# multi_first_detector

Figure 1. Local utilization (multi_first_detector).
Drawn at 6 px/µm. 7 x 7 tiles, from dark blue (low) to red (high), 0 to 100% covered.
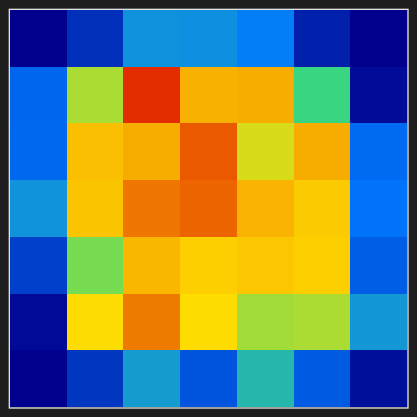

### config.mk
export PLATFORM = sky130hd
export DESIGN_NAME = multi_first_detector
export DESIGN_NICKNAME = d
export VERILOG_FILES = /design/src/rtl/multi_first_detector.sv
export SDC_FILE = /design/constraint.sdc
export NUM_CORES = 1
export LEC_CHECK = 0
export CORE_MARGIN = 4
export CORE_UTILIZATION = 45
export CTS_CLUSTER_SIZE = 30
export DETAILED_ROUTE_END_ITERATION = 8
export GPL_TIMING_DRIVEN = 0
export HOLD_SLACK_MARGIN = 0.05
export PLACE_DENSITY = 0.75
export SYNTH_ARGS = -nofsm -noshare
export SYNTH_HDL_FRONTEND = slang
export SYNTH_SLANG_ARGS = --single-unit
export TNS_END_PERCENT = 20
### constraint.sdc
create_clock -name clk -period 1.6 [get_ports clk]
set_input_delay 0.4 -clock clk [delete_from_list [all_inputs] [get_ports clk]]
set_output_delay 0.4 -clock clk [all_outputs]
set_load 0.005 [all_outputs]
### src/rtl/multi_first_detector.sv
// ---------------------------------------------------------------------------
// multi_first_detector
//   N-channel first-signal detector. A pulse on arm opens a detection window
//   (ARMED). The first cycle on which any channel shows a rising edge closes
//   the window and captures the lowest-numbered rising channel as the winner.
//   Also reported: a tie flag (several channels rose on that cycle) and the
//   number of ARMED cycles that passed. An optional timeout closes the window
//   if no edge arrives.
//   The one-hot y output keeps the convention of the older 3-input a/b/c
//   detector.
//
// Configuration macro:
//   SYNC_INPUTS_EN - when defined, each sig bit passes through a 2-flop
//                    synchroniser before edge detection. This adds 2 cycles
//                    of latency and lets sig be asynchronous to clk. When it
//                    is undefined, sig must already be synchronous to clk.
//
// Parameters:
//   N        number of channels (>= 2)
//   CNT_W    width of the elapsed counter
//   TIMEOUT  number of ARMED cycles before giving up; 0 disables the timeout
//
// Ports:
//   clk         system clock, rising edge
//   rst         asynchronous reset, active low
//   arm         start or restart detection
//   clear       return to IDLE and clear the results; takes priority over arm
//   sig         channel inputs [N-1:0]
//   y           one-hot winning channel (0 when there is none)
//   winner_idx  binary index of the winner
//   valid       winner captured; held until arm, clear or rst
//   tie         more than one channel rose on the winning cycle
//   timeout     window closed by the timeout with no edge
//   busy        high while ARMED
//   elapsed     ARMED cycles before detection or timeout (saturating)
//   state_dbg   current FSM state (0 IDLE, 1 ARMED, 2 DONE)
//
// Handshake: arm and clear are single-cycle command pulses sampled on every
// posedge, with no back-pressure. valid is a level that stays high from the
// cycle after the winning edge until the next arm, clear or reset.
// ---------------------------------------------------------------------------
module multi_first_detector #(
    parameter int N       = 3,
    parameter int CNT_W   = 16,
    parameter int TIMEOUT = 1000,
    localparam int IDX_W  = (N > 2) ? $clog2(N) : 1
) (
    input  logic             clk,
    input  logic             rst,
    input  logic             arm,
    input  logic             clear,
    input  logic [N-1:0]     sig,
    output logic [N-1:0]     y,
    output logic [IDX_W-1:0] winner_idx,
    output logic             valid,
    output logic             tie,
    output logic             timeout,
    output logic             busy,
    output logic [CNT_W-1:0] elapsed,
    output logic [1:0]       state_dbg
);

    typedef enum logic [1:0] {
        IDLE  = 2'd0,
        ARMED = 2'd1,
        DONE  = 2'd2
    } state_t;

    localparam bit              TIMEOUT_EN = (TIMEOUT != 0);
    localparam logic [CNT_W-1:0] TO_LAST   = CNT_W'(TIMEOUT - 1);
    localparam logic [CNT_W-1:0] TO_VAL    = CNT_W'(TIMEOUT);

    state_t           state;
    logic [N-1:0]     sig_s;
    logic [N-1:0]     prev;
    logic [N-1:0]     rise;
    logic [N-1:0]     first_onehot;
    logic [IDX_W-1:0] first_idx;
    logic             multi;

`ifdef SYNC_INPUTS_EN
    logic [N-1:0] sync1;
    logic [N-1:0] sync2;

    always_ff @(posedge clk or negedge rst) begin
        if (!rst) begin
            sync1 <= '0;
            sync2 <= '0;
        end else begin
            sync1 <= sig;
            sync2 <= sync1;
        end
    end

    assign sig_s = sync2;
`else
    assign sig_s = sig;
`endif

    assign rise = sig_s & ~prev;

    // Isolate the lowest set bit. Clearing that bit leaves something nonzero
    // only when more than one channel rose.
    assign first_onehot = rise & (~rise + N'(1));
    assign multi        = |(rise & (rise - N'(1)));

    always_comb begin
        first_idx = '0;
        for (int i = N - 1; i >= 0; i--) begin
            if (rise[i]) first_idx = IDX_W'(i);
        end
    end

    assign state_dbg = state;

    always_ff @(posedge clk or negedge rst) begin
        if (!rst) begin
            state      <= IDLE;
            prev       <= '0;
            y          <= '0;
            winner_idx <= '0;
            valid      <= 1'b0;
            tie        <= 1'b0;
            timeout    <= 1'b0;
            busy       <= 1'b0;
            elapsed    <= '0;
        end else begin
            // The edge history tracks the input in every state. A channel that
            // is already high when arm arrives therefore shows no edge.
            prev <= sig_s;
            if (clear) begin
                state      <= IDLE;
                y          <= '0;
                winner_idx <= '0;
                valid      <= 1'b0;
                tie        <= 1'b0;
                timeout    <= 1'b0;
                busy       <= 1'b0;
                elapsed    <= '0;
            end else if (arm) begin
                state      <= ARMED;
                y          <= '0;
                winner_idx <= '0;
                valid      <= 1'b0;
                tie        <= 1'b0;
                timeout    <= 1'b0;
                busy       <= 1'b1;
                elapsed    <= '0;
            end else if (state == ARMED) begin
                if (|rise) begin
                    state      <= DONE;
                    y          <= first_onehot;
                    winner_idx <= first_idx;
                    valid      <= 1'b1;
                    tie        <= multi;
                    busy       <= 1'b0;
                end else if (TIMEOUT_EN && (elapsed == TO_LAST)) begin
                    state   <= DONE;
                    timeout <= 1'b1;
                    busy    <= 1'b0;
                    elapsed <= TO_VAL;
                end else if (elapsed != '1) begin
                    elapsed <= elapsed + CNT_W'(1);
                end
            end
        end
    end

endmodule

# mm_line_burst_writer_flat

===== src/rtl/mm_line_burst_writer_if.sv =====
// FIFO read side plus AXI4 write-channel bundle for the line burst writer.
// master = the writer, slave = FIFO/interconnect side.
interface mm_line_burst_writer_if #(
  parameter int ASIZE          = 29,
  parameter int AXI_DSIZE      = 256,
  parameter int IDSIZE         = 4,
  parameter int BURST_LEN_SIZE = 8,
  parameter int CSIZE          = 10
);
  logic [CSIZE-1:0]          fifo_count;
  logic [AXI_DSIZE-1:0]      fifo_dout;
  logic                      fifo_rd_en;
  logic [IDSIZE-1:0]         axi_awid;
  logic [ASIZE-1:0]          axi_awaddr;
  logic [BURST_LEN_SIZE-1:0] axi_awlen;
  logic [2:0]                axi_awsize;
  logic [1:0]                axi_awburst;
  logic                      axi_awvalid;
  logic                      axi_awready;
  logic [AXI_DSIZE-1:0]      axi_wdata;
  logic [AXI_DSIZE/8-1:0]    axi_wstrb;
  logic                      axi_wlast;
  logic                      axi_wvalid;
  logic                      axi_wready;
  logic                      axi_bready;
  logic [IDSIZE-1:0]         axi_bid;
  logic [1:0]                axi_bresp;
  logic                      axi_bvalid;

  modport master (
    input  fifo_count, fifo_dout, axi_awready, axi_wready, axi_bid, axi_bresp, axi_bvalid,
    output fifo_rd_en, axi_awid, axi_awaddr, axi_awlen, axi_awsize, axi_awburst, axi_awvalid,
           axi_wdata, axi_wstrb, axi_wlast, axi_wvalid, axi_bready
  );

  modport slave (
    output fifo_count, fifo_dout, axi_awready, axi_wready, axi_bid, axi_bresp, axi_bvalid,
    input  fifo_rd_en, axi_awid, axi_awaddr, axi_awlen, axi_awsize, axi_awburst, axi_awvalid,
           axi_wdata, axi_wstrb, axi_wlast, axi_wvalid, axi_bready
  );
endinterface


===== src/rtl/mm_line_burst_writer.sv =====
// AXI4 write master: moves one video line per request from the show-ahead FIFO
// into memory as bursts capped by MAX_BURST and 4 KB pages, MAX_OUTSTANDING deep.
module mm_line_burst_writer #(
  parameter int ASIZE           = 29,
  parameter int AXI_DSIZE       = 256,
  parameter int IDSIZE          = 4,
  parameter int ID              = 0,
  parameter int BURST_LEN_SIZE  = 8,
  parameter int MAX_BURST       = 64,
  parameter int MAX_OUTSTANDING = 4,
  parameter int CSIZE           = 10
) (
  input  logic             clock,
  input  logic             rst,
  input  logic [ASIZE-1:0] cfg_base_addr,
  input  logic [ASIZE-1:0] cfg_line_stride,
  input  logic [15:0]      cfg_line_beats,
  input  logic             frame_start,
  input  logic             line_req,
  output logic             line_ack,
  output logic             line_done,
  output logic             busy,
  output logic             err_flag,
  mm_line_burst_writer_if.master bus
);
  localparam int BB     = AXI_DSIZE / 8;
  localparam int BB_LOG = $clog2(BB);
  localparam int LW     = $clog2(MAX_BURST + 1);
  localparam int OW     = $clog2(MAX_OUTSTANDING + 1);

  typedef enum logic [2:0] {S_IDLE, S_CALC, S_WAITDATA, S_AW, S_W, S_DRAIN} state_t;

  state_t                    state_q, state_d;
  logic [ASIZE-1:0]          line_ptr_q, line_ptr_d;
  logic [ASIZE-1:0]          addr_q, addr_d;
  logic [ASIZE-1:0]          awaddr_q, awaddr_d;
  logic [15:0]               remaining_q, remaining_d;
  logic [LW-1:0]             len_q, len_d;
  logic [LW-1:0]             beat_q, beat_d;
  logic [BURST_LEN_SIZE-1:0] awlen_q, awlen_d;
  logic [OW-1:0]             outst_q, outst_d;
  logic pending_q, pending_d, awvalid_q, awvalid_d, wvalid_q, wvalid_d, wlast_q, wlast_d;
  logic line_ack_q, line_ack_d, line_done_q, line_done_d, busy_q, busy_d, err_q, err_d;

  logic             aw_hs, w_hs, b_hs;
  logic [ASIZE-1:0] ptr_eff;
  logic [12:0]      to_4k;
  logic [16:0]      cap;
  logic [LW-1:0]    burst_len;
  logic             unused_bid;

  assign aw_hs = awvalid_q & bus.axi_awready;
  assign w_hs  = wvalid_q & bus.axi_wready;
  // A stray B with nothing outstanding must not wrap the counter.
  assign b_hs  = bus.axi_bvalid & ((outst_q != '0) | aw_hs);
  assign unused_bid = ^bus.axi_bid;

  // Next burst length: remaining beats, burst cap and beats left in the 4 KB page.
  always_comb begin
    to_4k = (13'h1000 - {1'b0, addr_q[11:0]}) >> BB_LOG;
    cap   = {1'b0, remaining_q};
    if (cap > 17'(MAX_BURST)) cap = 17'(MAX_BURST);
    if (cap > 17'(to_4k))     cap = 17'(to_4k);
    burst_len = LW'(cap);
  end

  always_comb begin
    state_d     = state_q;
    line_ptr_d  = line_ptr_q;
    addr_d      = addr_q;
    awaddr_d    = awaddr_q;
    remaining_d = remaining_q;
    len_d       = len_q;
    beat_d      = beat_q;
    awlen_d     = awlen_q;
    awvalid_d   = awvalid_q;
    wvalid_d    = wvalid_q;
    wlast_d     = wlast_q;
    busy_d      = busy_q;
    line_ack_d  = 1'b0;
    line_done_d = 1'b0;
    ptr_eff     = (pending_q | frame_start) ? cfg_base_addr : line_ptr_q;
    pending_d   = pending_q | (frame_start & busy_q);
    err_d       = err_q | (bus.axi_bvalid & (bus.axi_bresp != 2'b00));

    case ({aw_hs, b_hs})
      2'b10:   outst_d = outst_q + OW'(1);
      2'b01:   outst_d = outst_q - OW'(1);
      default: outst_d = outst_q;
    endcase

    case (state_q)
      S_IDLE: begin
        line_ptr_d = ptr_eff;
        pending_d  = 1'b0;
        if (line_req) begin
          remaining_d = cfg_line_beats;
          addr_d      = ptr_eff;
          line_ack_d  = 1'b1;
          busy_d      = 1'b1;
          state_d     = S_CALC;
        end
      end
      S_CALC: begin
        len_d   = burst_len;
        state_d = S_WAITDATA;
      end
      S_WAITDATA: begin
        if ((32'(bus.fifo_count) >= 32'(len_q)) && (outst_q < OW'(MAX_OUTSTANDING))) begin
          awvalid_d = 1'b1;
          awaddr_d  = addr_q;
          awlen_d   = BURST_LEN_SIZE'(len_q - LW'(1));
          state_d   = S_AW;
        end
      end
      S_AW: begin
        if (aw_hs) begin
          awvalid_d = 1'b0;
          wvalid_d  = 1'b1;
          wlast_d   = (len_q == LW'(1));
          beat_d    = '0;
          state_d   = S_W;
        end
      end
      S_W: begin
        if (w_hs) begin
          if (wlast_q) begin
            wvalid_d    = 1'b0;
            wlast_d     = 1'b0;
            addr_d      = addr_q + (ASIZE'(len_q) << BB_LOG);
            remaining_d = remaining_q - 16'(len_q);
            state_d     = (remaining_q == 16'(len_q)) ? S_DRAIN : S_CALC;
          end else begin
            beat_d  = beat_q + LW'(1);
            wlast_d = ((LW+1)'(beat_q) + (LW+1)'(2)) == (LW+1)'(len_q);
          end
        end
      end
      S_DRAIN: begin
        if (outst_q == '0) begin
          line_done_d = 1'b1;
          busy_d      = 1'b0;
          line_ptr_d  = line_ptr_q + cfg_line_stride;
          state_d     = S_IDLE;
        end
      end
      default: state_d = S_IDLE;
    endcase
  end

  always_ff @(posedge clock or posedge rst) begin
    if (rst) begin
      state_q     <= S_IDLE;
      line_ptr_q  <= '0;
      addr_q      <= '0;
      awaddr_q    <= '0;
      remaining_q <= '0;
      len_q       <= '0;
      beat_q      <= '0;
      awlen_q     <= '0;
      outst_q     <= '0;
      pending_q   <= 1'b0;
      awvalid_q   <= 1'b0;
      wvalid_q    <= 1'b0;
      wlast_q     <= 1'b0;
      line_ack_q  <= 1'b0;
      line_done_q <= 1'b0;
      busy_q      <= 1'b0;
      err_q       <= 1'b0;
    end else begin
      state_q     <= state_d;
      line_ptr_q  <= line_ptr_d;
      addr_q      <= addr_d;
      awaddr_q    <= awaddr_d;
      remaining_q <= remaining_d;
      len_q       <= len_d;
      beat_q      <= beat_d;
      awlen_q     <= awlen_d;
      outst_q     <= outst_d;
      pending_q   <= pending_d;
      awvalid_q   <= awvalid_d;
      wvalid_q    <= wvalid_d;
      wlast_q     <= wlast_d;
      line_ack_q  <= line_ack_d;
      line_done_q <= line_done_d;
      busy_q      <= busy_d;
      err_q       <= err_d;
    end
  end

  assign line_ack    = line_ack_q;
  assign line_done   = line_done_q;
  assign busy        = busy_q;
  assign err_flag    = err_q;

  assign bus.axi_awid    = IDSIZE'(ID);
  assign bus.axi_awaddr  = awaddr_q;
  assign bus.axi_awlen   = awlen_q;
  assign bus.axi_awsize  = 3'(BB_LOG);
  assign bus.axi_awburst = 2'b01;
  assign bus.axi_awvalid = awvalid_q;
  assign bus.axi_wdata   = bus.fifo_dout;
  assign bus.axi_wstrb   = '1;
  assign bus.axi_wlast   = wlast_q;
  assign bus.axi_wvalid  = wvalid_q;
  assign bus.axi_bready  = 1'b1;
  assign bus.fifo_rd_en  = w_hs;
endmodule


===== src/flat_wrapper.sv =====
// flat-port wrapper written by rule: the top's interface ports become plain ports
module mm_line_burst_writer_flat 
#(
  parameter int ASIZE           = 29,
  parameter int AXI_DSIZE       = 256,
  parameter int IDSIZE          = 4,
  parameter int ID              = 0,
  parameter int BURST_LEN_SIZE  = 8,
  parameter int MAX_BURST       = 64,
  parameter int MAX_OUTSTANDING = 4,
  parameter int CSIZE           = 10
)
  (clock, rst, cfg_base_addr, cfg_line_stride, cfg_line_beats, frame_start, line_req, line_ack, line_done, busy, err_flag, bus_fifo_count, bus_fifo_dout, bus_axi_awready, bus_axi_wready, bus_axi_bid, bus_axi_bresp, bus_axi_bvalid, bus_fifo_rd_en, bus_axi_awid, bus_axi_awaddr, bus_axi_awlen, bus_axi_awsize, bus_axi_awburst, bus_axi_awvalid, bus_axi_wdata, bus_axi_wstrb, bus_axi_wlast, bus_axi_wvalid, bus_axi_bready);
  mm_line_burst_writer_if #(.ASIZE(ASIZE), .AXI_DSIZE(AXI_DSIZE), .IDSIZE(IDSIZE), .BURST_LEN_SIZE(BURST_LEN_SIZE), .CSIZE(CSIZE)) bus_i ();
  input  logic clock;
  input  logic rst;
  input  logic [ASIZE-1:0] cfg_base_addr;
  input  logic [ASIZE-1:0] cfg_line_stride;
  input  logic [15:0] cfg_line_beats;
  input  logic frame_start;
  input  logic line_req;
  output logic line_ack;
  output logic line_done;
  output logic busy;
  output logic err_flag;
  input wire logic [$bits(bus_i.fifo_count)-1:0] bus_fifo_count;
  input wire logic [$bits(bus_i.fifo_dout)-1:0] bus_fifo_dout;
  input wire logic [$bits(bus_i.axi_awready)-1:0] bus_axi_awready;
  input wire logic [$bits(bus_i.axi_wready)-1:0] bus_axi_wready;
  input wire logic [$bits(bus_i.axi_bid)-1:0] bus_axi_bid;
  input wire logic [$bits(bus_i.axi_bresp)-1:0] bus_axi_bresp;
  input wire logic [$bits(bus_i.axi_bvalid)-1:0] bus_axi_bvalid;
  output wire logic [$bits(bus_i.fifo_rd_en)-1:0] bus_fifo_rd_en;
  output wire logic [$bits(bus_i.axi_awid)-1:0] bus_axi_awid;
  output wire logic [$bits(bus_i.axi_awaddr)-1:0] bus_axi_awaddr;
  output wire logic [$bits(bus_i.axi_awlen)-1:0] bus_axi_awlen;
  output wire logic [$bits(bus_i.axi_awsize)-1:0] bus_axi_awsize;
  output wire logic [$bits(bus_i.axi_awburst)-1:0] bus_axi_awburst;
  output wire logic [$bits(bus_i.axi_awvalid)-1:0] bus_axi_awvalid;
  output wire logic [$bits(bus_i.axi_wdata)-1:0] bus_axi_wdata;
  output wire logic [$bits(bus_i.axi_wstrb)-1:0] bus_axi_wstrb;
  output wire logic [$bits(bus_i.axi_wlast)-1:0] bus_axi_wlast;
  output wire logic [$bits(bus_i.axi_wvalid)-1:0] bus_axi_wvalid;
  output wire logic [$bits(bus_i.axi_bready)-1:0] bus_axi_bready;
  assign bus_i.fifo_count = bus_fifo_count;
  assign bus_i.fifo_dout = bus_fifo_dout;
  assign bus_i.axi_awready = bus_axi_awready;
  assign bus_i.axi_wready = bus_axi_wready;
  assign bus_i.axi_bid = bus_axi_bid;
  assign bus_i.axi_bresp = bus_axi_bresp;
  assign bus_i.axi_bvalid = bus_axi_bvalid;
  assign bus_fifo_rd_en = bus_i.fifo_rd_en;
  assign bus_axi_awid = bus_i.axi_awid;
  assign bus_axi_awaddr = bus_i.axi_awaddr;
  assign bus_axi_awlen = bus_i.axi_awlen;
  assign bus_axi_awsize = bus_i.axi_awsize;
  assign bus_axi_awburst = bus_i.axi_awburst;
  assign bus_axi_awvalid = bus_i.axi_awvalid;
  assign bus_axi_wdata = bus_i.axi_wdata;
  assign bus_axi_wstrb = bus_i.axi_wstrb;
  assign bus_axi_wlast = bus_i.axi_wlast;
  assign bus_axi_wvalid = bus_i.axi_wvalid;
  assign bus_axi_bready = bus_i.axi_bready;
  mm_line_burst_writer #(.ASIZE(ASIZE), .AXI_DSIZE(AXI_DSIZE), .IDSIZE(IDSIZE), .ID(ID), .BURST_LEN_SIZE(BURST_LEN_SIZE), .MAX_BURST(MAX_BURST), .MAX_OUTSTANDING(MAX_OUTSTANDING), .CSIZE(CSIZE)) u_core (.clock(clock), .rst(rst), .cfg_base_addr(cfg_base_addr), .cfg_line_stride(cfg_line_stride), .cfg_line_beats(cfg_line_beats), .frame_start(frame_start), .line_req(line_req), .line_ack(line_ack), .line_done(line_done), .busy(busy), .err_flag(err_flag), .bus(bus_i));
endmodule

===== config.mk =====
export PLATFORM = sky130hd
export DESIGN_NAME = mm_line_burst_writer_flat
export DESIGN_NICKNAME = d
export VERILOG_FILES = /design/src/rtl/mm_line_burst_writer_if.sv /design/src/rtl/mm_line_burst_writer.sv /design/src/flat_wrapper.sv
export SDC_FILE = /design/constraint.sdc
export NUM_CORES = 1
export LEC_CHECK = 0
export CORE_AREA = 2 2 271 273
export CTS_BUF_LIST = sky130_fd_sc_hd__clkbuf_4
export DETAILED_ROUTE_END_ITERATION = 10
export DIE_AREA = 0 0 273 275
export SYNTH_ARGS = -nofsm -noshare
export SYNTH_HDL_FRONTEND = slang
export SYNTH_SLANG_ARGS = --single-unit

===== constraint.sdc =====
create_clock -name clock -period 4.25 [get_ports clock]
set_input_delay 0.85 -clock clock [delete_from_list [all_inputs] [get_ports clock]]
set_output_delay 0.85 -clock clock [all_outputs]
set_load 0.01 [all_outputs]

# id_ex_stage

### src/rtl/id_ex_stage.sv
// ID/EX pipeline register: one-entry skid-less stage with operand forwarding,
// load-use hazard detection, held-entry operand refresh and a stall counter.
module id_ex_stage #(
    parameter int unsigned XLEN = 64,
    parameter int unsigned RA_W = 5
) (
    input  logic            clk,
    input  logic            rstn,

    input  logic            in_valid,
    output logic            in_ready,

    input  logic [XLEN-1:0] pc,
    input  logic [XLEN-1:0] rs1_data,
    input  logic [XLEN-1:0] rs2_data,
    input  logic [XLEN-1:0] imm,
    input  logic [RA_W-1:0] rs1_addr,
    input  logic [RA_W-1:0] rs2_addr,
    input  logic [RA_W-1:0] rd_addr,
    input  logic [3:0]      alu_op,
    input  logic            a_sel,
    input  logic            b_sel,
    input  logic            uses_rs1,
    input  logic            uses_rs2,
    input  logic            reg_we,
    input  logic            is_load,

    input  logic            ex_fwd_valid,
    input  logic [RA_W-1:0] ex_fwd_rd,
    input  logic [XLEN-1:0] ex_fwd_data,
    input  logic            ex_fwd_is_load,
    input  logic            wb_fwd_valid,
    input  logic [RA_W-1:0] wb_fwd_rd,
    input  logic [XLEN-1:0] wb_fwd_data,

    input  logic            flush,

    output logic            out_valid,
    input  logic            out_ready,

    output logic [XLEN-1:0] alu_a,
    output logic [XLEN-1:0] alu_b,
    output logic [3:0]      alu_op_out,
    output logic [RA_W-1:0] rd_out,
    output logic            reg_we_out,
    output logic            is_load_out,
    output logic [XLEN-1:0] pc_out,
    output logic [XLEN-1:0] store_data,

    output logic [15:0]     stall_cnt
);

    localparam int unsigned OP_W  = 4;
    localparam int unsigned CNT_W = 16;
    localparam logic [OP_W-1:0] ALU_DEFAULT = 4'h0;

    // Operand source selection: EX (non-load) beats WB beats register file; x0 never forwards.
    function automatic logic [XLEN-1:0] resolve(
        input logic [RA_W-1:0] addr,
        input logic [XLEN-1:0] rf_val,
        input logic            ex_v,
        input logic [RA_W-1:0] ex_rd,
        input logic [XLEN-1:0] ex_d,
        input logic            ex_ld,
        input logic            wb_v,
        input logic [RA_W-1:0] wb_rd,
        input logic [XLEN-1:0] wb_d
    );
        logic [XLEN-1:0] r;
        r = rf_val;
        if (ex_v && !ex_ld && (ex_rd != '0) && (ex_rd == addr)) begin
            r = ex_d;
        end else if (wb_v && (wb_rd != '0) && (wb_rd == addr)) begin
            r = wb_d;
        end
        return r;
    endfunction

    logic            valid_q,    valid_d;
    logic [XLEN-1:0] pc_q,       pc_d;
    logic [XLEN-1:0] imm_q,      imm_d;
    logic [XLEN-1:0] rs1_q,      rs1_d;
    logic [XLEN-1:0] rs2_q,      rs2_d;
    logic [RA_W-1:0] rs1_addr_q, rs1_addr_d;
    logic [RA_W-1:0] rs2_addr_q, rs2_addr_d;
    logic [RA_W-1:0] rd_q,       rd_d;
    logic [OP_W-1:0] op_q,       op_d;
    logic            a_sel_q,    a_sel_d;
    logic            b_sel_q,    b_sel_d;
    logic            reg_we_q,   reg_we_d;
    logic            is_load_q,  is_load_d;
    logic [CNT_W-1:0] stall_q,   stall_d;

    logic            hazard;
    logic            xfer;
    logic            hold;
    logic [XLEN-1:0] rs1_new;
    logic [XLEN-1:0] rs2_new;
    logic [XLEN-1:0] rs1_ref;
    logic [XLEN-1:0] rs2_ref;

    // Load in EX whose result the incoming instruction needs cannot be forwarded yet.
    always_comb begin
        hazard = 1'b0;
        if (ex_fwd_valid && ex_fwd_is_load && (ex_fwd_rd != '0)) begin
            hazard = (uses_rs1 && (ex_fwd_rd == rs1_addr)) ||
                     (uses_rs2 && (ex_fwd_rd == rs2_addr));
        end
    end

    assign in_ready = (!valid_q || out_ready) && !hazard && !flush;
    assign xfer     = in_valid && in_ready;
    assign hold     = valid_q && !out_ready && !flush;

    always_comb begin
        rs1_new = resolve(rs1_addr, rs1_data, ex_fwd_valid, ex_fwd_rd, ex_fwd_data,
                          ex_fwd_is_load, wb_fwd_valid, wb_fwd_rd, wb_fwd_data);
        rs2_new = resolve(rs2_addr, rs2_data, ex_fwd_valid, ex_fwd_rd, ex_fwd_data,
                          ex_fwd_is_load, wb_fwd_valid, wb_fwd_rd, wb_fwd_data);
        rs1_ref = resolve(rs1_addr_q, rs1_q, ex_fwd_valid, ex_fwd_rd, ex_fwd_data,
                          ex_fwd_is_load, wb_fwd_valid, wb_fwd_rd, wb_fwd_data);
        rs2_ref = resolve(rs2_addr_q, rs2_q, ex_fwd_valid, ex_fwd_rd, ex_fwd_data,
                          ex_fwd_is_load, wb_fwd_valid, wb_fwd_rd, wb_fwd_data);
    end

    // Next-state: capture on transfer, refresh operands of a held entry, else keep.
    always_comb begin
        valid_d    = valid_q;
        pc_d       = pc_q;
        imm_d      = imm_q;
        rs1_d      = rs1_q;
        rs2_d      = rs2_q;
        rs1_addr_d = rs1_addr_q;
        rs2_addr_d = rs2_addr_q;
        rd_d       = rd_q;
        op_d       = op_q;
        a_sel_d    = a_sel_q;
        b_sel_d    = b_sel_q;
        reg_we_d   = reg_we_q;
        is_load_d  = is_load_q;
        stall_d    = stall_q;

        if (flush) begin
            valid_d = 1'b0;
        end else if (xfer) begin
            valid_d = 1'b1;
        end else if (out_ready) begin
            valid_d = 1'b0;
        end

        if (xfer) begin
            pc_d       = pc;
            imm_d      = imm;
            rs1_d      = rs1_new;
            rs2_d      = rs2_new;
            rs1_addr_d = rs1_addr;
            rs2_addr_d = rs2_addr;
            rd_d       = rd_addr;
            op_d       = alu_op;
            a_sel_d    = a_sel;
            b_sel_d    = b_sel;
            reg_we_d   = reg_we;
            is_load_d  = is_load;
        end else if (hold) begin
            rs1_d = rs1_ref;
            rs2_d = rs2_ref;
        end

        if (in_valid && hazard && !flush && (stall_q != '1)) begin
            stall_d = stall_q + CNT_W'(1);
        end
    end

    always_ff @(posedge clk) begin
        if (!rstn) begin
            valid_q    <= 1'b0;
            pc_q       <= '0;
            imm_q      <= '0;
            rs1_q      <= '0;
            rs2_q      <= '0;
            rs1_addr_q <= '0;
            rs2_addr_q <= '0;
            rd_q       <= '0;
            op_q       <= ALU_DEFAULT;
            a_sel_q    <= 1'b0;
            b_sel_q    <= 1'b0;
            reg_we_q   <= 1'b0;
            is_load_q  <= 1'b0;
            stall_q    <= '0;
        end else begin
            valid_q    <= valid_d;
            pc_q       <= pc_d;
            imm_q      <= imm_d;
            rs1_q      <= rs1_d;
            rs2_q      <= rs2_d;
            rs1_addr_q <= rs1_addr_d;
            rs2_addr_q <= rs2_addr_d;
            rd_q       <= rd_d;
            op_q       <= op_d;
            a_sel_q    <= a_sel_d;
            b_sel_q    <= b_sel_d;
            reg_we_q   <= reg_we_d;
            is_load_q  <= is_load_d;
            stall_q    <= stall_d;
        end
    end

    // Operand muxes sit after the register so refreshed values reach the ALU directly.
    assign alu_a       = a_sel_q ? pc_q : rs1_q;
    assign alu_b       = b_sel_q ? imm_q : rs2_q;
    assign store_data  = rs2_q;
    assign out_valid   = valid_q;
    assign alu_op_out  = op_q;
    assign rd_out      = rd_q;
    assign reg_we_out  = reg_we_q;
    assign is_load_out = is_load_q;
    assign pc_out      = pc_q;
    assign stall_cnt   = stall_q;

endmodule

### config.mk
export PLATFORM = sky130hd
export DESIGN_NAME = id_ex_stage
export DESIGN_NICKNAME = d
export VERILOG_FILES = /design/src/rtl/id_ex_stage.sv
export SDC_FILE = /design/constraint.sdc
export NUM_CORES = 1
export LEC_CHECK = 0
export CAP_MARGIN = 10
export CORE_AREA = 2 2 277 279
export CTS_CLUSTER_SIZE = 28
export DETAILED_ROUTE_END_ITERATION = 16
export DIE_AREA = 0 0 279 281
export GPL_TIMING_DRIVEN = 1
export PLACE_DENSITY_LB_ADDON = 0.08
export SETUP_SLACK_MARGIN = 0.15
export SLEW_MARGIN = 40
export SYNTH_ARGS = -nofsm -noshare
export SYNTH_HDL_FRONTEND = slang
export SYNTH_SLANG_ARGS = --single-unit
### constraint.sdc
create_clock -name clk -period 2.4 [get_ports clk]
set_input_delay 0.36 -clock clk [delete_from_list [all_inputs] [get_ports clk]]
set_output_delay 0.36 -clock clk [all_outputs]
set_load 0.02 [all_outputs]
# bin2bcd_conv

<file path="config.mk">
export PLATFORM = sky130hd
export DESIGN_NAME = bin2bcd_conv
export DESIGN_NICKNAME = d
export VERILOG_FILES = /design/src/rtl/bin2bcd_conv.sv
export SDC_FILE = /design/constraint.sdc
export NUM_CORES = 1
export LEC_CHECK = 0
export CAP_MARGIN = 20
export CORE_AREA = 3 3 71 66
export CTS_BUF_LIST = sky130_fd_sc_hd__clkbuf_8
export CTS_CLUSTER_SIZE = 14
export DETAILED_ROUTE_END_ITERATION = 10
export DIE_AREA = 0 0 74 69
export GPL_TIMING_DRIVEN = 0
export PLACE_DENSITY = 0.82
export RECOVER_POWER = 25
export REMOVE_ABC_BUFFERS = 1
export SETUP_SLACK_MARGIN = 0.4
export SYNTH_ARGS = -nofsm -noshare
export SYNTH_HDL_FRONTEND = slang
export SYNTH_SLANG_ARGS = --single-unit
</file>
<file path="constraint.sdc">
create_clock -name clk -period 1.5 [get_ports clk]
set_clock_uncertainty 0.1 [all_clocks]
set_input_delay 0.45 -clock clk [delete_from_list [all_inputs] [get_ports clk]]
set_output_delay 0.45 -clock clk [all_outputs]
set_load 0.01 [all_outputs]
</file>
<file path="src/rtl/bin2bcd_conv.sv">
// Sequential 10-bit binary to 3-digit BCD converter (shift-and-add-3),
// registered digit outputs held stable between conversions for a display mux.
module bin2bcd_conv #(
  parameter bit BLANK_ON_OVF = 1'b1
) (
  input  logic       clk,
  input  logic       rst,
  input  logic       start,
  input  logic [9:0] bin,
  output logic       busy,
  output logic       done,
  output logic       ovf,
  output logic [3:0] dout0,
  output logic [3:0] dout1,
  output logic [3:0] dout2
);

  localparam int unsigned BIN_W  = 10;
  localparam int unsigned ACC_W  = 14;
  localparam int unsigned DIG_W  = 4;
  localparam int unsigned CNT_W  = 4;
  localparam int unsigned NDIG   = 3;
  localparam int unsigned MAX_OK = 999;

  typedef enum logic {
    IDLE  = 1'b0,
    SHIFT = 1'b1
  } state_e;

  state_e               state_q, state_d;
  logic [BIN_W-1:0]     sr_q, sr_d;
  logic [ACC_W-1:0]     acc_q, acc_d;
  logic [CNT_W-1:0]     cnt_q, cnt_d;
  logic                 ovfp_q, ovfp_d;
  logic                 busy_q, busy_d;
  logic                 done_q, done_d;
  logic                 ovf_q, ovf_d;
  logic [DIG_W-1:0]     d0_q, d0_d;
  logic [DIG_W-1:0]     d1_q, d1_d;
  logic [DIG_W-1:0]     d2_q, d2_d;

  logic [ACC_W-1:0]       acc_adj;
  logic [ACC_W+BIN_W-1:0] shifted;
  logic [ACC_W-1:0]       acc_shift;
  logic [BIN_W-1:0]       sr_shift;

  // Add-3 correction on the three low digits; the 2-bit thousands field never reaches 5.
  always_comb begin
    acc_adj = acc_q;
    for (int i = 0; i < int'(NDIG); i++) begin
      if (acc_q[i*DIG_W +: DIG_W] >= DIG_W'(5)) begin
        acc_adj[i*DIG_W +: DIG_W] = acc_q[i*DIG_W +: DIG_W] + DIG_W'(3);
      end
    end
    shifted   = {acc_adj, sr_q} << 1;
    acc_shift = shifted[ACC_W+BIN_W-1:BIN_W];
    sr_shift  = shifted[BIN_W-1:0];
  end

  // Next-state and output-register logic.
  always_comb begin
    state_d = state_q;
    sr_d    = sr_q;
    acc_d   = acc_q;
    cnt_d   = cnt_q;
    ovfp_d  = ovfp_q;
    done_d  = 1'b0;
    ovf_d   = ovf_q;
    d0_d    = d0_q;
    d1_d    = d1_q;
    d2_d    = d2_q;

    case (state_q)
      IDLE: begin
        if (start) begin
          sr_d    = bin;
          acc_d   = '0;
          cnt_d   = '0;
          ovfp_d  = (bin > BIN_W'(MAX_OK));
          state_d = SHIFT;
        end
      end
      SHIFT: begin
        acc_d = acc_shift;
        sr_d  = sr_shift;
        cnt_d = cnt_q + CNT_W'(1);
        if (cnt_q == CNT_W'(BIN_W - 1)) begin
          state_d = IDLE;
          done_d  = 1'b1;
          ovf_d   = ovfp_q;
          if (ovfp_q && BLANK_ON_OVF) begin
            d0_d = 4'hF;
            d1_d = 4'hF;
            d2_d = 4'hF;
          end else begin
            d0_d = acc_shift[0*DIG_W +: DIG_W];
            d1_d = acc_shift[1*DIG_W +: DIG_W];
            d2_d = acc_shift[2*DIG_W +: DIG_W];
          end
        end
      end
      default: state_d = IDLE;
    endcase

    busy_d = (state_d == SHIFT);
  end

  always_ff @(posedge clk) begin
    if (rst) begin
      state_q <= IDLE;
      sr_q    <= '0;
      acc_q   <= '0;
      cnt_q   <= '0;
      ovfp_q  <= 1'b0;
      busy_q  <= 1'b0;
      done_q  <= 1'b0;
      ovf_q   <= 1'b0;
      d0_q    <= '0;
      d1_q    <= '0;
      d2_q    <= '0;
    end else begin
      state_q <= state_d;
      sr_q    <= sr_d;
      acc_q   <= acc_d;
      cnt_q   <= cnt_d;
      ovfp_q  <= ovfp_d;
      busy_q  <= busy_d;
      done_q  <= done_d;
      ovf_q   <= ovf_d;
      d0_q    <= d0_d;
      d1_q    <= d1_d;
      d2_q    <= d2_d;
    end
  end

  assign busy  = busy_q;
  assign done  = done_q;
  assign ovf   = ovf_q;
  assign dout0 = d0_q;
  assign dout1 = d1_q;
  assign dout2 = d2_q;

endmodule

</file>
Figure 2. Cells coloured by class (id_ex_stage).
Drawn at 1.5 px/µm.
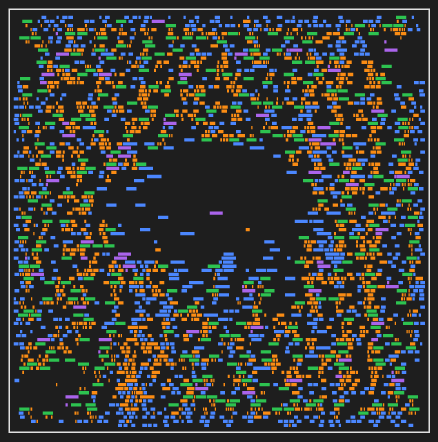
class	colour	cells
remaining logic cells	orange	1508
remaining buffers and delay cells	blue	942
registers	green	296
clock drivers and dummy loads	purple	75

Figure 3. M1 wires (id_ex_stage).
Drawn at 1.5 px/µm. Supply wires on this layer in grey. Cells faint in the background.
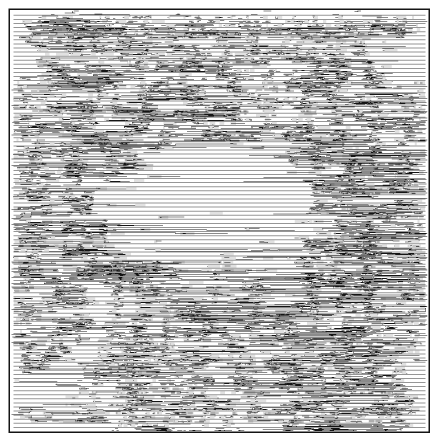
main direction	horizontal
longest straight run	82.8 µm
share of all routed wire	41%
nets with wire on the layer	2954
wire length on this layer	40.7 mm

==> writeup.txt, id_ex_stage <==
The flow ran to the end, and the final reports show no timing, DRC or antenna violations. The total buffers and inverters traversed by the critical path is 2, and the worst clock skew is 13.7 ps. The number of non-clock buffers in the layout works out to 942. Of all nets on the critical path, the largest fanout is 10. The number of storage elements in the synthesis netlist came out at 296.

According to the Yosys statistics, the synthesized design has a chip area of 17700 µm². The flow reports an fmax of 434 MHz. The clock transition at the registers of the reported paths is 60 ps. The signal on the critical path passes through bufbuf_16 > mux2_2 > dlygate4sd2_1. Summing all placed instances gives a cell area of 27000 µm². TritonCTS built the clock tree. The run gives 27 as the number of antenna violations at the first check in global routing. Total number of H-tree levels: 2. With the overall die height at 281 µm, the number of combinational gates with multiple inputs is 1504. Clock buffers in the final layout number 63.
==> id_ex_stage: where the power goes <==
group	internal [mW]	leakage, nW	switching, mW	total [mW]
Sequential	5.15	2.42	0.221	5.37
Combinational	1.89	8.22	1.60	3.49
Clock	3.81	0.693	2.56	6.37
==> id_ex_stage: sequential cells by signal, indices dropped and copies added, names as in the netlist <==
register	count
pc_out	64
reg_we_out	1
store_data	64
stall_cnt	16
rs2_addr_q	5
a_sel_q	1
rs1_q	64
alu_op_out	4
rd_out	5
is_load_out	1
b_sel_q	1
out_valid	1
imm_q	64
rs1_addr_q	5
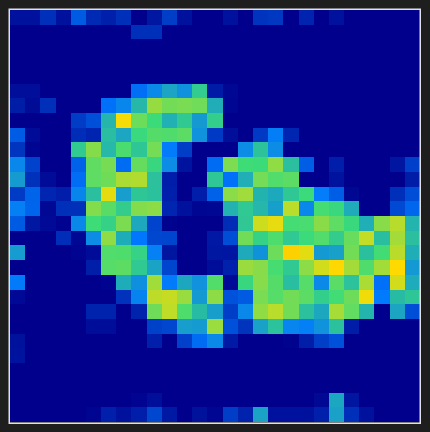
Figure 4: mm_line_burst_writer_flat, local utilization.
Drawn at 1.5 px/µm. 27 x 28 tiles, from dark blue (low) to red (high), 0 to 100% covered.
emptiest ninth of the die	top right
densest ninth of the die	right middle
mean over tiles	15%
fullest tile	76%
tiles over 75% full	0.40%
nearly empty tiles	54%

==> writeup.txt, mm_line_burst_writer_flat <==
The critical path data arrival time is 4640 ps, and the switching power as a share of total power is 0.475. For the met2 routing resource usage after global routing, the log shows 0.165. Per the OpenROAD floorplan log, the area of the core is 72300 µm². In the layout the commonest cells are 139 x sky130_fd_sc_hd__dfrtp_1, 137 x sky130_fd_sc_hd__clkdlybuf4s50_1, 121 x sky130_fd_sc_hd__nand2_1, 100 x sky130_fd_sc_hd__o21ai_0, 99 x sky130_fd_sc_hd__a21oi_1. The script parses the final routing iteration and logs DRC violations as 0.

In this run the vertical extent of the chip is 275 µm. STA classifies the critical path startpoint as a register. Final-layout non-clock buffer area share: 0.127. The detailed router put a total of 19100 µm of wire on met1. The data required time at the worst endpoint is 4810 ps, and the sequential power is 2.63 mW.

The adder-cell share of the synthesized area came out at 0.0717. The clock network contribution to total cell area was 0.0201; the total routed wirelength was 42900 µm. The final weighted congestion in routability-driven placement is 0.887. The run gives 0.272 for the sequential share of cell area. The run gives 0.165 as the floorplan core density. The number of global-route vias before repair was 8973.

Signal routing reaches up to met5. The delay of the slowest cell on the worst path works out to 510 ps. The most crowded layer after global routing is met2. After clock tree synthesis, the clock-pin slew on the worst setup and hold paths is 140 ps. The share of synthesized cell area in and, or, nand and nor gates was 0.159. For this design the ratio of total power to cell area is 671 nW/µm². The mean number of vias per cell is 4.18. The run finished with clean final reports. The top-area cell type share of the netlist area was 0.291; the count of inverters other than clock inverters in the layout was 36.

The final antenna diode tally reported by the flow is 2. The startpoint of the worst-slack reg-to-reg timing path was u_core.remaining_q[8]$_DFFE_PP0P_. The wire length of the first global-routing pass is 61100 µm, and the relative max-transition margin is 0.404. The total number of tap cells was 959; the pre-CTS setup slack was 157 ps. The post-cts hold-fix buffer tally was 0; the wire length on met2 was 18500 µm.

Summed over all nets, the switching power comes to 4.08 mW. Per the TritonCTS log, the buffer count is 17. The worst-case IR drop observed on VDD is 0.233 mV. TritonCTS built the clock tree. The run gives 76 for the count of cell types in the netlist. The synthesis report lists the Yosys warning total as 0.

Listed in order, past its start point the critical path passes or3_1 > nor3_4 > or3b_2 > nor4_4 > buf_4 > and2_1 > ha_1 > nand4_1 > nor3_1 > or4_1 > o22ai_2 > mux2_1 > o21ai_1. The run gives 3480 µm² as the area used by sequential logic in the layout.
## mm_line_burst_writer_flat: sequential cells by signal (all words and copies together) (netlist names)
signal	count
u_core.bus.axi_wvalid	1
u_core.pending_q	1
u_core.bus.axi_wlast	1
u_core.bus.axi_awvalid	1
u_core.bus.axi_awlen	8
u_core.state_q	3
u_core.bus.axi_awaddr	29
u_core.outst_q	3
u_core.addr_q	29
u_core.err_flag	1
u_core.busy	1
u_core.line_ptr_q	29
u_core.remaining_q	16
u_core.line_done	1
u_core.line_ack	1
u_core.beat_q	7
u_core.len_q	7
Figure 5. M1 wires (multi_first_detector).
Drawn at 8 px/µm. Supply wires on this layer in grey. Cells faint in the background.
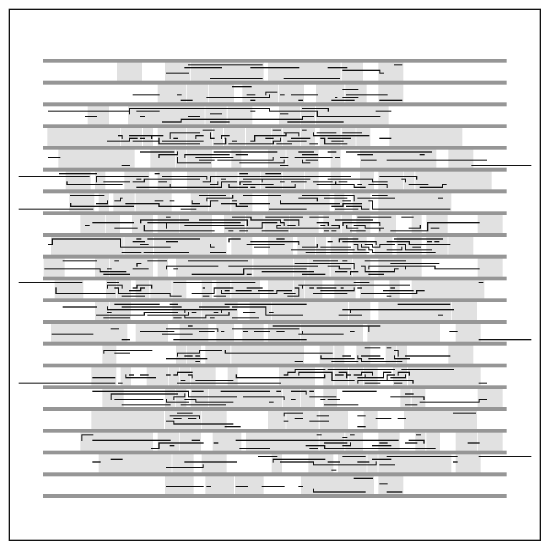
share of all routed wire	45%
nets with wire on the layer	206
wire length on this layer	1760 µm
main direction	horizontal

## Picture notes: Figure 1
emptiest ninth of the die	top right
tiles over 75% full	35%
mean over tiles	48%
nearly empty tiles	6.1%
fullest tile	95%

==> writeup.txt, multi_first_detector <==
STA puts the critical path data required time at 1860 ps. The critical path goes through ha_2 > nand4_1 > nor4_4 > buf_4 > and4b_2 > nor3_1. The post-synthesis area per instance works out to 9.65 µm².

The checks that failed: setup timing. The flow ran to the end, but the final reports show violations. The switching power as a share of total power came out at 0.246.

The pre-CTS setup slack is -527 ps, and the highest achievable clock rate is 604 MHz. The run gives 9 as the total setup violations reported at the end of the flow. For the final worst-path setup slack, the log shows -55.9 ps. By count the netlist is led by 28 x sky130_fd_sc_hd__dfrtp_1, 26 x sky130_fd_sc_hd__nor2_1, 12 x sky130_fd_sc_hd__a21oi_1. For the completed layout, the total cell area is recorded as 2140 µm². The run gives 235 for the number of placed instances, taps included.

The report counts max-capacitance violations totalling 0. Top-area cell type share of the netlist area: 0.460. The group drawing the most power was registers.

The run gives 0.975 nW for the leakage power summed over all cells. After layout, the setup clock skew is reported as 2.45 ps. The run gives 0 as the synthesis warning total. Summing internal, switching and leakage power gives 1.21 mW. The script parses the final routing iteration and logs DRC violations as 0.

The post-synth design cell area was 1520 µm²; the critical path data arrival time was 1920 ps. The number of warnings in the stage logs works out to 28. Number of nets in the layout: 226. STA classifies the critical path endpoint as a register. In the final layout, the registers with the most flip-flops are elapsed (16), prev (3).

For the met2 routing resource usage after global routing, the log shows 0.301. The fraction of power consumed by sequential logic is 0.597, and the mux cell area share after synthesis is 0.00657. The run gives 0.0517 for the xor and xnor area share after synthesis.

Looking at the clock tree report, the maximum root-to-sink buffer count equals 2. The worst setup path category was reg -> reg. Across the VDD grid, the largest voltage drop is 0.401 mV. Share of final-layout standard cells stronger than drive strength 1: 0.309. The run gives 1910 µm² as the area of placed instances. The floorplan core density was 0.483.

Looking at the max-slew report, the worst-margin pin has a slew of 614 ps. The critical path depth came out at 6. TritonCTS built the clock tree.

Yosys mapped a number of flops with a built-in enable equal to 0. For the first-pass detailed-route iteration total, the log shows 4. The run gives 0.138 mW for the combinational group power. The cell with the largest stage delay on the worst path is sky130_fd_sc_hd__dfrtp_1.

The most frequently used flop master after synthesis was sky130_fd_sc_hd__dfrtp_1. The tools report the met3 demand-to-capacity share in global routing as 0.0323. The highest routed metal layer is met4. The run gives 0 as the number of diodes added for antenna fixing. The clock transition at the registers of the reported paths is 150 ps, and the count of cell types in the netlist is 41. 34 I/O pins were placed.
==> multi_first_detector: final cells by class <==
cell class | count | area share
Inverter | 1 | 0.00176
Sequential cell | 28 | 0.332
Clock buffer | 4 | 0.0170
Timing Repair Buffer | 55 | 0.212
Multi-Input combinational cell | 122 | 0.385
Buffer | 7 | 0.0269
Tap cell | 44 | 0.0258
Figure 6. M1 wires (bin2bcd_conv).
Drawn at 6 px/µm. Supply wires on this layer in grey. Cells faint in the background.
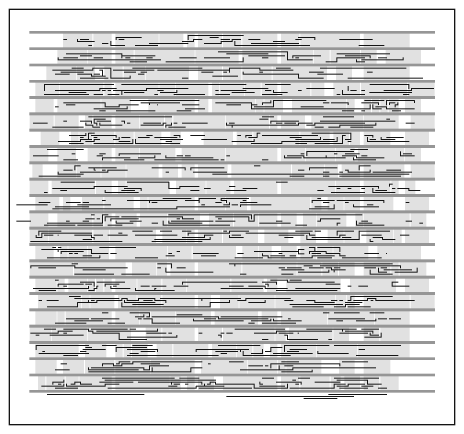
nets with wire on the layer	281
main direction	horizontal

==> writeup.txt, bin2bcd_conv <==
The flow ran to the end, but the final reports show violations. The final reports fail on setup timing. In the layout the commonest cells are 34 x sky130_fd_sc_hd__buf_6, 30 x sky130_fd_sc_hd__nor2_1, 25 x sky130_fd_sc_hd__buf_4, 20 x sky130_fd_sc_hd__dfxtp_1, 15 x sky130_fd_sc_hd__dfxtp_2. With the proportion of register bits with asynchronous set or reset after synthesis at 0, the number of port buffers is 27. The tools report the startpoint of the most critical hold path as sr_q[0]$_SDFFE_PP0P_. The final hold violation count recorded for this run is 0. The run gives 0.0525 for the met3 demand-to-capacity share in global routing. Entering global routing, the biggest net connects 24 pins. Worst setup path category: reg -> reg. Endpoints with negative setup slack in the final report add up to 9. The run gives 0.429 as the proportion of synthesized chip area in sequential cells.

The fraction of power consumed by the clock network is 0.330. For the number of clock buffers inserted by TritonCTS, the log shows 5. The detailed router put a total of 2830 µm of wire on met1. Tracing the worst setup path back leads to its startpoint at acc_q[1]$_SDFFE_PP0P_. STA puts the critical path data required time at 1620 ps.

Final worst-path setup slack: -100 ps. The worst setup path is captured at a register.
## bin2bcd_conv: area by class of cell
| type | instances | area, µm² | area share |
|---|---|---|---|
| timing repair buffer | 83 | 895 | 0.250 |
| sequential | 42 | 886 | 0.248 |
| clock inverter | 2 | 8.76 | 0.00245 |
| inverter | 7 | 46.3 | 0.0129 |
| clock buffer | 6 | 82.6 | 0.0231 |
| tap | 48 | 60.1 | 0.0168 |
| multi-input combinational | 156 | 1600 | 0.447 |
## bin2bcd_conv: worst min-delay path: cells and delay by family (launching register included)
kind	cells	cell delay, ps
AND/OR/NAND/NOR	1	70
flip-flops	1	350
AND-OR/OR-AND	1	60

## Gallery

Nets reached from selected ports.
picture 1
Drawn at 1 px/µm.
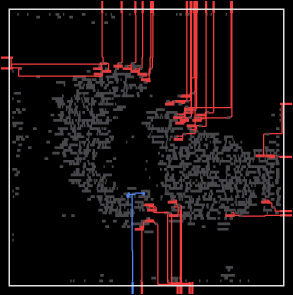
picture 2
Drawn at 4 px/µm.
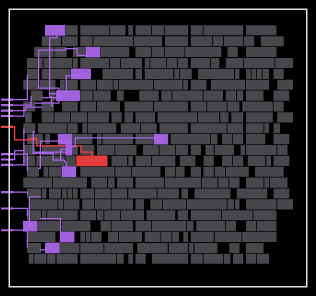
picture 3
Drawn at 1 px/µm.
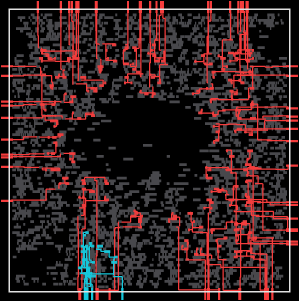
picture 4
Drawn at 4 px/µm.
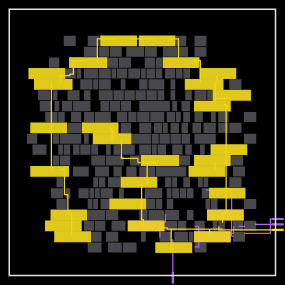
- picture 2 = bin2bcd_conv
- picture 3 = id_ex_stage
- picture 1 = mm_line_burst_writer_flat
- picture 4 = multi_first_detector
Of these, most cells: picture 3
Of these, smallest die: picture 4

Key to picture 4:
port	colour	bits	direction	end cells	buffers	wire
y	purple	3	output	3	4	69.5 µm
rst	yellow	1	input	28	1	200 µm



==> gallery <==
Cell outlines without signal wires.
shot_01.png
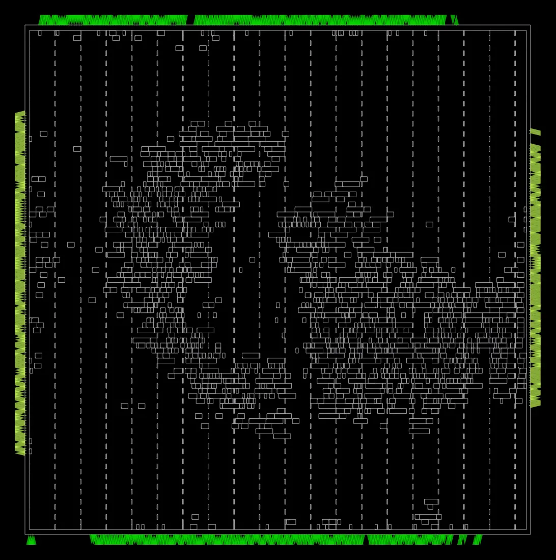
shot_02.png
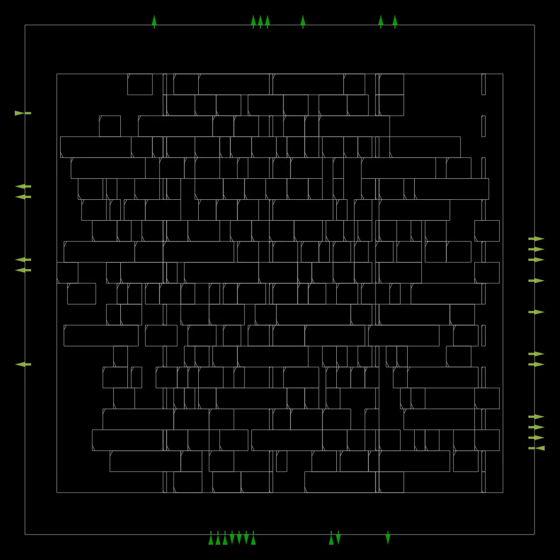
shot_03.png
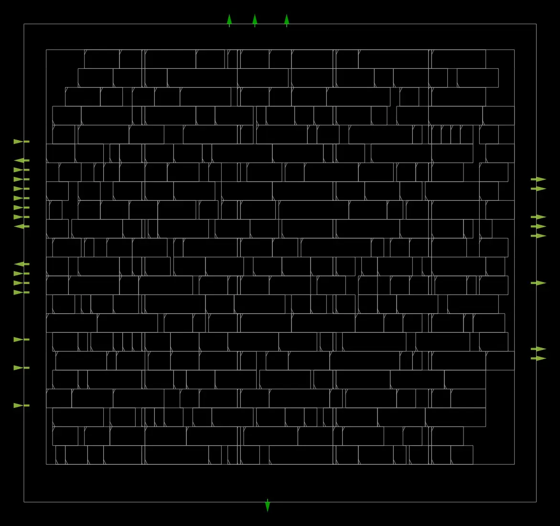
shot_04.png
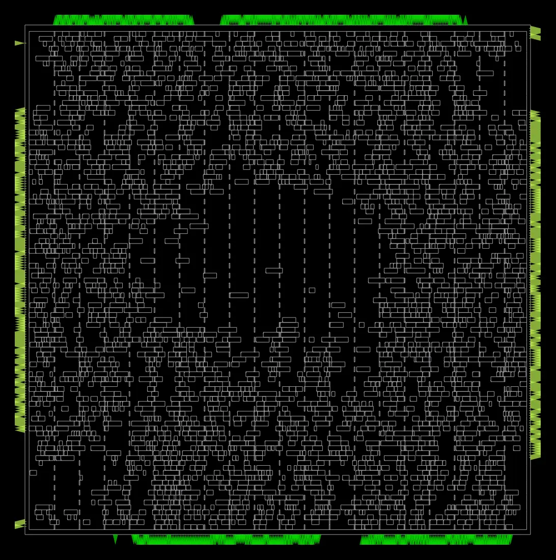
shot_03.png: bin2bcd_conv
shot_01.png: mm_line_burst_writer_flat
shot_02.png: multi_first_detector
shot_04.png: id_ex_stage

Power figures rest on the tool's default switching activity, not on a simulated workload.
